=== block 1 ===
**Block 1: placement by cell class**

The bar under the picture is 100 um long. Fill, decap, tap and diode cells in grey.
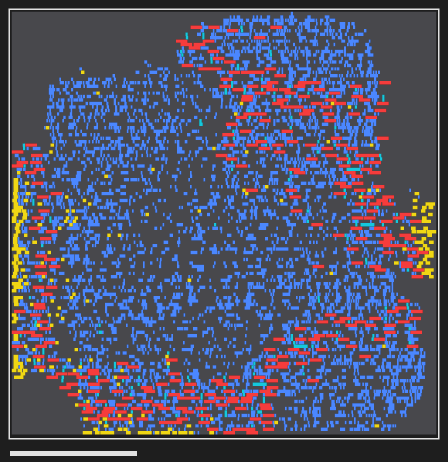
## src/rtl/alu_seq.sv

```systemverilog
// Multi-cycle ALU: logic/add/shift ops finish 1 cycle after transfer, MUL/DIV/REM finish after WIDTH+1 cycles.
// One operation in flight at a time: in_ready only in IDLE, result held in DONE until out_ready.
module alu_seq #(
   parameter int WIDTH = 32
) (
   input  logic             clk,
   input  logic             rst,
   input  logic             in_valid,
   output logic             in_ready,
   input  logic [WIDTH-1:0] a,
   input  logic [WIDTH-1:0] b,
   input  logic [WIDTH-1:0] imm_val,
   input  logic             imm,
   input  logic [3:0]       func,
   input  logic             signed_op,
   output logic             out_valid,
   input  logic             out_ready,
   output logic [WIDTH-1:0] out,
   output logic [7:0]       status_reg
);

   localparam int CW = $clog2(WIDTH);
   localparam logic [WIDTH-1:0] WIDTH_V  = WIDTH'(WIDTH);
   localparam logic [CW-1:0]    CNT_INIT = CW'(WIDTH - 1);

   localparam logic [3:0] F_NOP  = 4'b0000;
   localparam logic [3:0] F_ADD  = 4'b0001;
   localparam logic [3:0] F_SUB  = 4'b0010;
   localparam logic [3:0] F_MUL  = 4'b0011;
   localparam logic [3:0] F_AND  = 4'b0100;
   localparam logic [3:0] F_OR   = 4'b0101;
   localparam logic [3:0] F_XOR  = 4'b0110;
   localparam logic [3:0] F_XNOR = 4'b0111;
   localparam logic [3:0] F_SHL  = 4'b1000;
   localparam logic [3:0] F_SHR  = 4'b1001;
   localparam logic [3:0] F_SRA  = 4'b1010;
   localparam logic [3:0] F_DIV  = 4'b1011;
   localparam logic [3:0] F_REM  = 4'b1100;

   typedef enum logic [1:0] {IDLE, BUSY, DONE} state_t;

   typedef struct packed {
      logic [WIDTH-1:0] t;
      logic [WIDTH-1:0] b;
      logic [3:0]       func;
      logic             sgn;
   } op_t;

   state_t           state_q, state_d;
   op_t              op_q, cur;
   logic [CW-1:0]    cnt_q;
   logic [WIDTH-1:0] acc_q, mcand_q, mplier_q;
   logic [WIDTH-1:0] quo_q, rem_q, dvsr_q;
   logic             neg_q;

   logic             fire, iter_op, load_res;
   logic             t_neg, b_neg;
   logic [WIDTH-1:0] t_mag, b_mag;
   logic [WIDTH-1:0] acc_nxt, quo_nxt, rem_nxt, rem_diff;
   logic [WIDTH:0]   rem_sh;
   logic             rem_ge;
   logic [WIDTH-1:0] res_d;
   logic [7:0]       status_d;
   logic             carry, divz, gt, eq, big;
   logic [CW-1:0]    sh;

   assign in_ready  = (state_q == IDLE);
   assign out_valid = (state_q == DONE);
   assign fire      = in_valid & in_ready;

   // While idle the operands come straight from the ports; afterwards from the captured copy.
   always_comb begin
      cur = op_q;
      if (state_q == IDLE) begin
         cur.t    = imm ? imm_val : a;
         cur.b    = b;
         cur.func = func;
         cur.sgn  = signed_op;
      end
   end

   assign iter_op = (cur.func == F_MUL) || (cur.func == F_DIV) || (cur.func == F_REM);
   assign t_neg   = cur.sgn & cur.t[WIDTH-1];
   assign b_neg   = cur.sgn & cur.b[WIDTH-1];
   assign t_mag   = t_neg ? -cur.t : cur.t;
   assign b_mag   = b_neg ? -cur.b : cur.b;

   // One shift-add multiply step and one restoring-divide step per BUSY cycle.
   assign acc_nxt  = mplier_q[0] ? acc_q + mcand_q : acc_q;
   assign rem_sh   = {rem_q, quo_q[WIDTH-1]};
   assign rem_ge   = rem_sh >= {1'b0, dvsr_q};
   assign rem_diff = rem_sh[WIDTH-1:0] - dvsr_q;
   assign rem_nxt  = rem_ge ? rem_diff : rem_sh[WIDTH-1:0];
   assign quo_nxt  = {quo_q[WIDTH-2:0], rem_ge};

   assign sh   = cur.b[CW-1:0];
   assign big  = cur.b >= WIDTH_V;
   assign divz = ((cur.func == F_DIV) || (cur.func == F_REM)) && (cur.b == '0);
   assign eq   = (cur.t == cur.b);
   assign gt   = cur.sgn ? ($signed(cur.t) > $signed(cur.b)) : (cur.t > cur.b);

   always_comb begin
      res_d = '0;
      carry = 1'b0;
      case (cur.func)
         F_NOP:  res_d = cur.t;
         F_ADD:  {carry, res_d} = {1'b0, cur.t} + {1'b0, cur.b};
         F_SUB: begin
            res_d = cur.t - cur.b;
            carry = cur.t < cur.b;
         end
         F_MUL:  res_d = neg_q ? -acc_nxt : acc_nxt;
         F_AND:  res_d = cur.t & cur.b;
         F_OR:   res_d = cur.t | cur.b;
         F_XOR:  res_d = cur.t ^ cur.b;
         F_XNOR: res_d = ~(cur.t ^ cur.b);
         F_SHL:  res_d = big ? '0 : cur.t << sh;
         F_SHR:  res_d = big ? '0 : cur.t >> sh;
         F_SRA:  res_d = big ? {WIDTH{cur.t[WIDTH-1]}} : WIDTH'($signed(cur.t) >>> sh);
         F_DIV:  res_d = divz ? '1 : (neg_q ? -quo_nxt : quo_nxt);
         F_REM:  res_d = divz ? cur.t : (neg_q ? -rem_nxt : rem_nxt);
         default: res_d = '0;
      endcase
   end

   assign status_d = {divz, carry, ~gt, ~gt & ~eq, gt | eq, gt, |res_d, ~|res_d};

   always_comb begin
      state_d = state_q;
      case (state_q)
         IDLE:    if (fire) state_d = iter_op ? BUSY : DONE;
         BUSY:    if (cnt_q == '0) state_d = DONE;
         DONE:    if (out_ready) state_d = IDLE;
         default: state_d = IDLE;
      endcase
   end

   assign load_res = ((state_q == IDLE) && fire && !iter_op) ||
                     ((state_q == BUSY) && (cnt_q == '0));

   always_ff @(posedge clk or posedge rst) begin
      if (rst) begin
         state_q    <= IDLE;
         op_q       <= '0;
         cnt_q      <= '0;
         acc_q      <= '0;
         mcand_q    <= '0;
         mplier_q   <= '0;
         quo_q      <= '0;
         rem_q      <= '0;
         dvsr_q     <= '0;
         neg_q      <= 1'b0;
         out        <= '0;
         status_reg <= '0;
      end else begin
         state_q <= state_d;
         if ((state_q == IDLE) && fire) begin
            op_q     <= cur;
            cnt_q    <= CNT_INIT;
            acc_q    <= '0;
            mcand_q  <= t_mag;
            mplier_q <= b_mag;
            quo_q    <= t_mag;
            rem_q    <= '0;
            dvsr_q   <= b_mag;
            // Remainder follows the dividend's sign; products and quotients follow the XOR.
            neg_q    <= (cur.func == F_REM) ? t_neg : (t_neg ^ b_neg);
         end
         if (state_q == BUSY) begin
            acc_q    <= acc_nxt;
            mcand_q  <= {mcand_q[WIDTH-2:0], 1'b0};
            mplier_q <= {1'b0, mplier_q[WIDTH-1:1]};
            quo_q    <= quo_nxt;
            rem_q    <= rem_nxt;
            cnt_q    <= cnt_q - 1'b1;
         end
         if (load_res) begin
            out        <= res_d;
            status_reg <= status_d;
         end
      end
   end

endmodule
```

## config.mk

```make
export PLATFORM = sky130hd
export DESIGN_NAME = alu_seq
export DESIGN_NICKNAME = d
export VERILOG_FILES = /design/src/rtl/alu_seq.sv
export SDC_FILE = /design/constraint.sdc
export NUM_CORES = 2
export LEC_CHECK = 0
export ABC_AREA = 1
export CORE_UTILIZATION = 30
export CTS_BUF_LIST = sky130_fd_sc_hd__clkbuf_2
export DETAILED_ROUTE_END_ITERATION = 8
export PLACE_DENSITY_LB_ADDON = 0.3
export SLEW_MARGIN = 20
export SYNTH_ARGS = -nofsm -noshare
export SYNTH_HDL_FRONTEND = slang
export SYNTH_SLANG_ARGS = --single-unit
export TNS_END_PERCENT = 50
```

## constraint.sdc

```tcl
create_clock -name clk -period 14.49 [get_ports clk]
set_input_delay 1.449 -clock clk [delete_from_list [all_inputs] [get_ports clk]]
set_output_delay 1.449 -clock clk [all_outputs]
set_load 0.02 [all_outputs]
```

==> impl_metrics.yaml <==
# generated from flow reports
routing:
  first_iter_violations: 4452
  wl_met3_mm: 14.8
  drcViolationCount: 0
  first_pass_iters: 8
yosys:
  ys_sh_mux_pct: 0.120
  ys_chip_area_sq_um: 33400
  fp_nets: 5963
  async_flop_share_pct: 100
  synth_cells: 5686
worst_setup_path:
  rrSetupSlack_ns: 6.97
  startpoint_type: "flop"
  cp_common_cell: "nand2_1"
  r2r-start: "state_q[0]$_DFFE_PP0P_"
hold_path:
  hold_depth: 2
  hp-start: "mcand_q[3]$_DFFE_PP0P_"
run_status:
  outcome: "completed"
global_route:
  grt_max_degree: 78
final_layout:
  fillers: 12600
clocking:
  postCtsSetupBuffers: 0
  clk_pin_slew_worst_paths_ns: 0.11
sta:
  min_period_over_period_pct: 51.9
flow_run:
  maxCapViolCount: 0
## Picture notes: 'placement by cell class' of block 1
remaining buffers and delay cells -> yellow  # cells 231, share of their area 5.9%
clock drivers and dummy loads -> cyan  # cells 165, share of their area 2.6%
remaining logic cells -> blue  # cells 5139, share of their area 70%
registers -> red  # cells 308, share of their area 22%


=== block 2 ===
===== src/rtl/ram_port_arbiter.sv =====
// ram_port_arbiter: grants the single 8-bit external RAM port to the
// instruction-fetch path or the data path, one access at a time.
//
// Each access runs IDLE -> SETUP -> STROBE x WAIT_CYC -> DONE -> IDLE.
// All outputs are registered from the next-state decode.
//
// Ports:
//   clk, rst      clock, synchronous active-low reset
//   fetch_req     fetch read request, held until fetch_done
//   fetch_addr    fetch address (PC)
//   fetch_rdata   last byte fetched
//   fetch_done    one-cycle completion pulse for fetch
//   data_req      data request, held until data_done
//   data_we       1 = write, 0 = read
//   data_addr     data address (MAR)
//   data_wdata    write byte (MDR)
//   data_rdata    last byte read by the data port
//   data_done     one-cycle completion pulse for data
//   addr_ram      RAM address bus
//   ram_dout      byte driven toward dataram
//   ram_oe        top level drives dataram from ram_dout when 1
//   ram_din       sampled dataram value
//   wram, rram    active-low write / read strobes
//   busy          1 whenever not IDLE
//
// Parameter WAIT_CYC (1..15): strobe-active cycles per access.
// Macro RAM_ARB_ROUND_ROBIN_EN: round-robin tie break.
// Without it fetch always wins a tie.
module ram_port_arbiter #(
  parameter int WAIT_CYC = 1
) (
  input  logic       clk,
  input  logic       rst,
  input  logic       fetch_req,
  input  logic [7:0] fetch_addr,
  output logic [7:0] fetch_rdata,
  output logic       fetch_done,
  input  logic       data_req,
  input  logic       data_we,
  input  logic [7:0] data_addr,
  input  logic [7:0] data_wdata,
  output logic [7:0] data_rdata,
  output logic       data_done,
  output logic [7:0] addr_ram,
  output logic [7:0] ram_dout,
  output logic       ram_oe,
  input  logic [7:0] ram_din,
  output logic       wram,
  output logic       rram,
  output logic       busy
);

  typedef enum logic [1:0] {
    S_IDLE,
    S_SETUP,
    S_STROBE,
    S_DONE
  } state_t;

  localparam logic [3:0] LP_CNT_INIT =
    4'(WAIT_CYC - 1);

  state_t     r_state;
  state_t     w_nstate;

  logic [3:0] r_cnt;
  // Owner of the current access; 1 = data.
  logic       r_last_grant;
  logic       r_we;
  logic [7:0] r_addr;
  logic [7:0] r_wdata;
  logic [7:0] r_frdata;
  logic [7:0] r_drdata;
  logic       r_oe;
  logic       r_wram;
  logic       r_rram;
  logic       r_fdone;
  logic       r_ddone;
  logic       r_busy;

  logic       w_any;
  logic       w_tie_win;
  logic       w_win;
  logic       w_grant;
  logic       w_last;
  logic       w_we_nxt;
  logic       w_oe;
  logic       w_wram;
  logic       w_rram;
  logic       w_fdone;
  logic       w_ddone;
  logic       w_busy;

  assign w_any = fetch_req | data_req;

`ifdef RAM_ARB_ROUND_ROBIN_EN
  // Tie goes to whoever lost last time.
  assign w_tie_win = ~r_last_grant;
`else
  assign w_tie_win = 1'b0;
`endif

  assign w_win = (fetch_req & data_req)
               ? w_tie_win : data_req;

  assign w_grant = (r_state == S_IDLE) & w_any;

  assign w_last = (r_state == S_STROBE)
                & (r_cnt == 4'd0);

  // we of the access the next cycle belongs to.
  assign w_we_nxt = w_grant ? (w_win & data_we)
                            : r_we;

  always_ff @(posedge clk) begin
    if (!rst) begin
      r_state <= S_IDLE;
    end else begin
      r_state <= w_nstate;
    end
  end

  always_comb begin
    w_nstate = r_state;
    unique case (r_state)
      S_IDLE: begin
        if (w_any) begin
          w_nstate = S_SETUP;
        end
      end
      S_SETUP: begin
        w_nstate = S_STROBE;
      end
      S_STROBE: begin
        if (w_last) begin
          w_nstate = S_DONE;
        end
      end
      S_DONE: begin
        w_nstate = S_IDLE;
      end
      default: begin
        w_nstate = S_IDLE;
      end
    endcase
  end

  always_comb begin
    w_oe    = 1'b0;
    w_wram  = 1'b1;
    w_rram  = 1'b1;
    w_fdone = 1'b0;
    w_ddone = 1'b0;
    w_busy  = 1'b1;
    unique case (w_nstate)
      S_IDLE: begin
        w_busy = 1'b0;
      end
      S_SETUP: begin
        w_oe = w_we_nxt;
      end
      S_STROBE: begin
        w_oe   = w_we_nxt;
        w_wram = ~w_we_nxt;
        w_rram = w_we_nxt;
      end
      S_DONE: begin
        w_fdone = ~r_last_grant;
        w_ddone = r_last_grant;
      end
      default: begin
        w_busy = 1'b0;
      end
    endcase
  end

  always_ff @(posedge clk) begin
    if (!rst) begin
      r_cnt        <= 4'd0;
      r_last_grant <= 1'b1;
      r_we         <= 1'b0;
      r_addr       <= 8'h00;
      r_wdata      <= 8'h00;
      r_frdata     <= 8'h00;
      r_drdata     <= 8'h00;
      r_oe         <= 1'b0;
      r_wram       <= 1'b1;
      r_rram       <= 1'b1;
      r_fdone      <= 1'b0;
      r_ddone      <= 1'b0;
      r_busy       <= 1'b0;
    end else begin
      if (w_grant) begin
        r_last_grant <= w_win;
        r_we         <= w_we_nxt;
        r_addr       <= w_win ? data_addr
                              : fetch_addr;
        r_wdata      <= w_win ? data_wdata
                              : 8'h00;
      end
      if (r_state == S_SETUP) begin
        r_cnt <= LP_CNT_INIT;
      end else if (r_state == S_STROBE) begin
        r_cnt <= r_cnt - 4'd1;
      end
      if (w_last & ~r_we) begin
        if (r_last_grant) begin
          r_drdata <= ram_din;
        end else begin
          r_frdata <= ram_din;
        end
      end
      r_oe    <= w_oe;
      r_wram  <= w_wram;
      r_rram  <= w_rram;
      r_fdone <= w_fdone;
      r_ddone <= w_ddone;
      r_busy  <= w_busy;
    end
  end

  assign addr_ram    = r_addr;
  assign ram_dout    = r_wdata;
  assign ram_oe      = r_oe;
  assign wram        = r_wram;
  assign rram        = r_rram;
  assign fetch_done  = r_fdone;
  assign data_done   = r_ddone;
  assign fetch_rdata = r_frdata;
  assign data_rdata  = r_drdata;
  assign busy        = r_busy;

endmodule


===== config.mk =====
export PLATFORM = sky130hd
export DESIGN_NAME = ram_port_arbiter
export DESIGN_NICKNAME = d
export VERILOG_FILES = /design/src/rtl/ram_port_arbiter.sv
export SDC_FILE = /design/constraint.sdc
export NUM_CORES = 1
export LEC_CHECK = 0
export ABC_AREA = 1
export CORE_MARGIN = 3
export CORE_UTILIZATION = 43
export CTS_CLUSTER_DIAMETER = 120
export DETAILED_ROUTE_END_ITERATION = 16
export PLACE_DENSITY = 0.84
export SLEW_MARGIN = 20
export SYNTH_ARGS = -nofsm -noshare
export SYNTH_HDL_FRONTEND = slang
export SYNTH_SLANG_ARGS = --single-unit

===== constraint.sdc =====
create_clock -name clk -period 1.9 [get_ports clk]
set_input_delay 0.57 -clock clk [delete_from_list [all_inputs] [get_ports clk]]
set_output_delay 0.57 -clock clk [all_outputs]
set_load 0.01 [all_outputs]

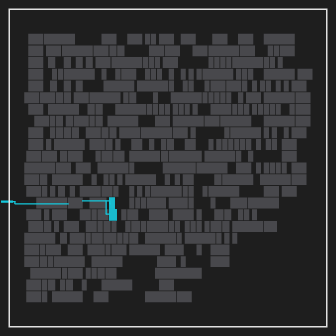
**Above:** block 2 (wires at chosen ports, followed through buffers).
`data_we` -> cyan  # bits 1, direction input, end cells 2, buffers 1, wire 24.9 um

==> impl_metrics.yaml <==
# generated from flow reports
run_status:
  outcome: "completed"
final_layout:
  final_cells: 399
  area_delta_synth_final_pct: 48.9
  nNonClkInverters: 35
  lay_top_count: "clkdlybuf4s50_1"
  flop-count: 46
  final_cell_mix: "74 x clkdlybuf4s50_1, 70 x nand2_1, 48 x nor2_1"
sta:
  setup_tns_ns: 0
  min_period_over_period_pct: 93.9
worst_setup_path:
  critical_path.startpoint: "addr_ram[1]$_SDFFE_PN0P_"
  r2r_end: "ram_oe$_SDFF_PN0_"
  reg2reg_depth: 11
power:
  power_frac_comb_pct: 32.5
  power_mw: 2.79
placed_design:
  io_buffers: 74
floorplan:
  io_pins: 75
  core-area_sq_um: 4200
yosys:
  adder_share_pct: 4.48
  ys_sh_xor_pct: 0.448
  synth.most_common_cell: "nand2_1"
clocking:
  hold_buffers: 0
  cts_root_buf: "clkbuf_8"
routing:
  wl_met3_um: 399
hold_path:
  hp-start: "ram_dout[3]$_SDFFE_PN0P_"


## Gallery

Routing congestion map.
Plate I
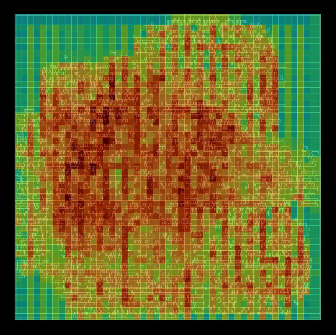
Plate II
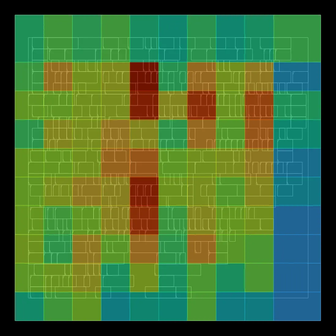
For block 2, see Plate II.
For block 1, see Plate I.
Of these, highest track usage: Plate I
Of these, highest utilization: Plate II

Power figures rest on the tool's default switching activity, not on a simulated workload.
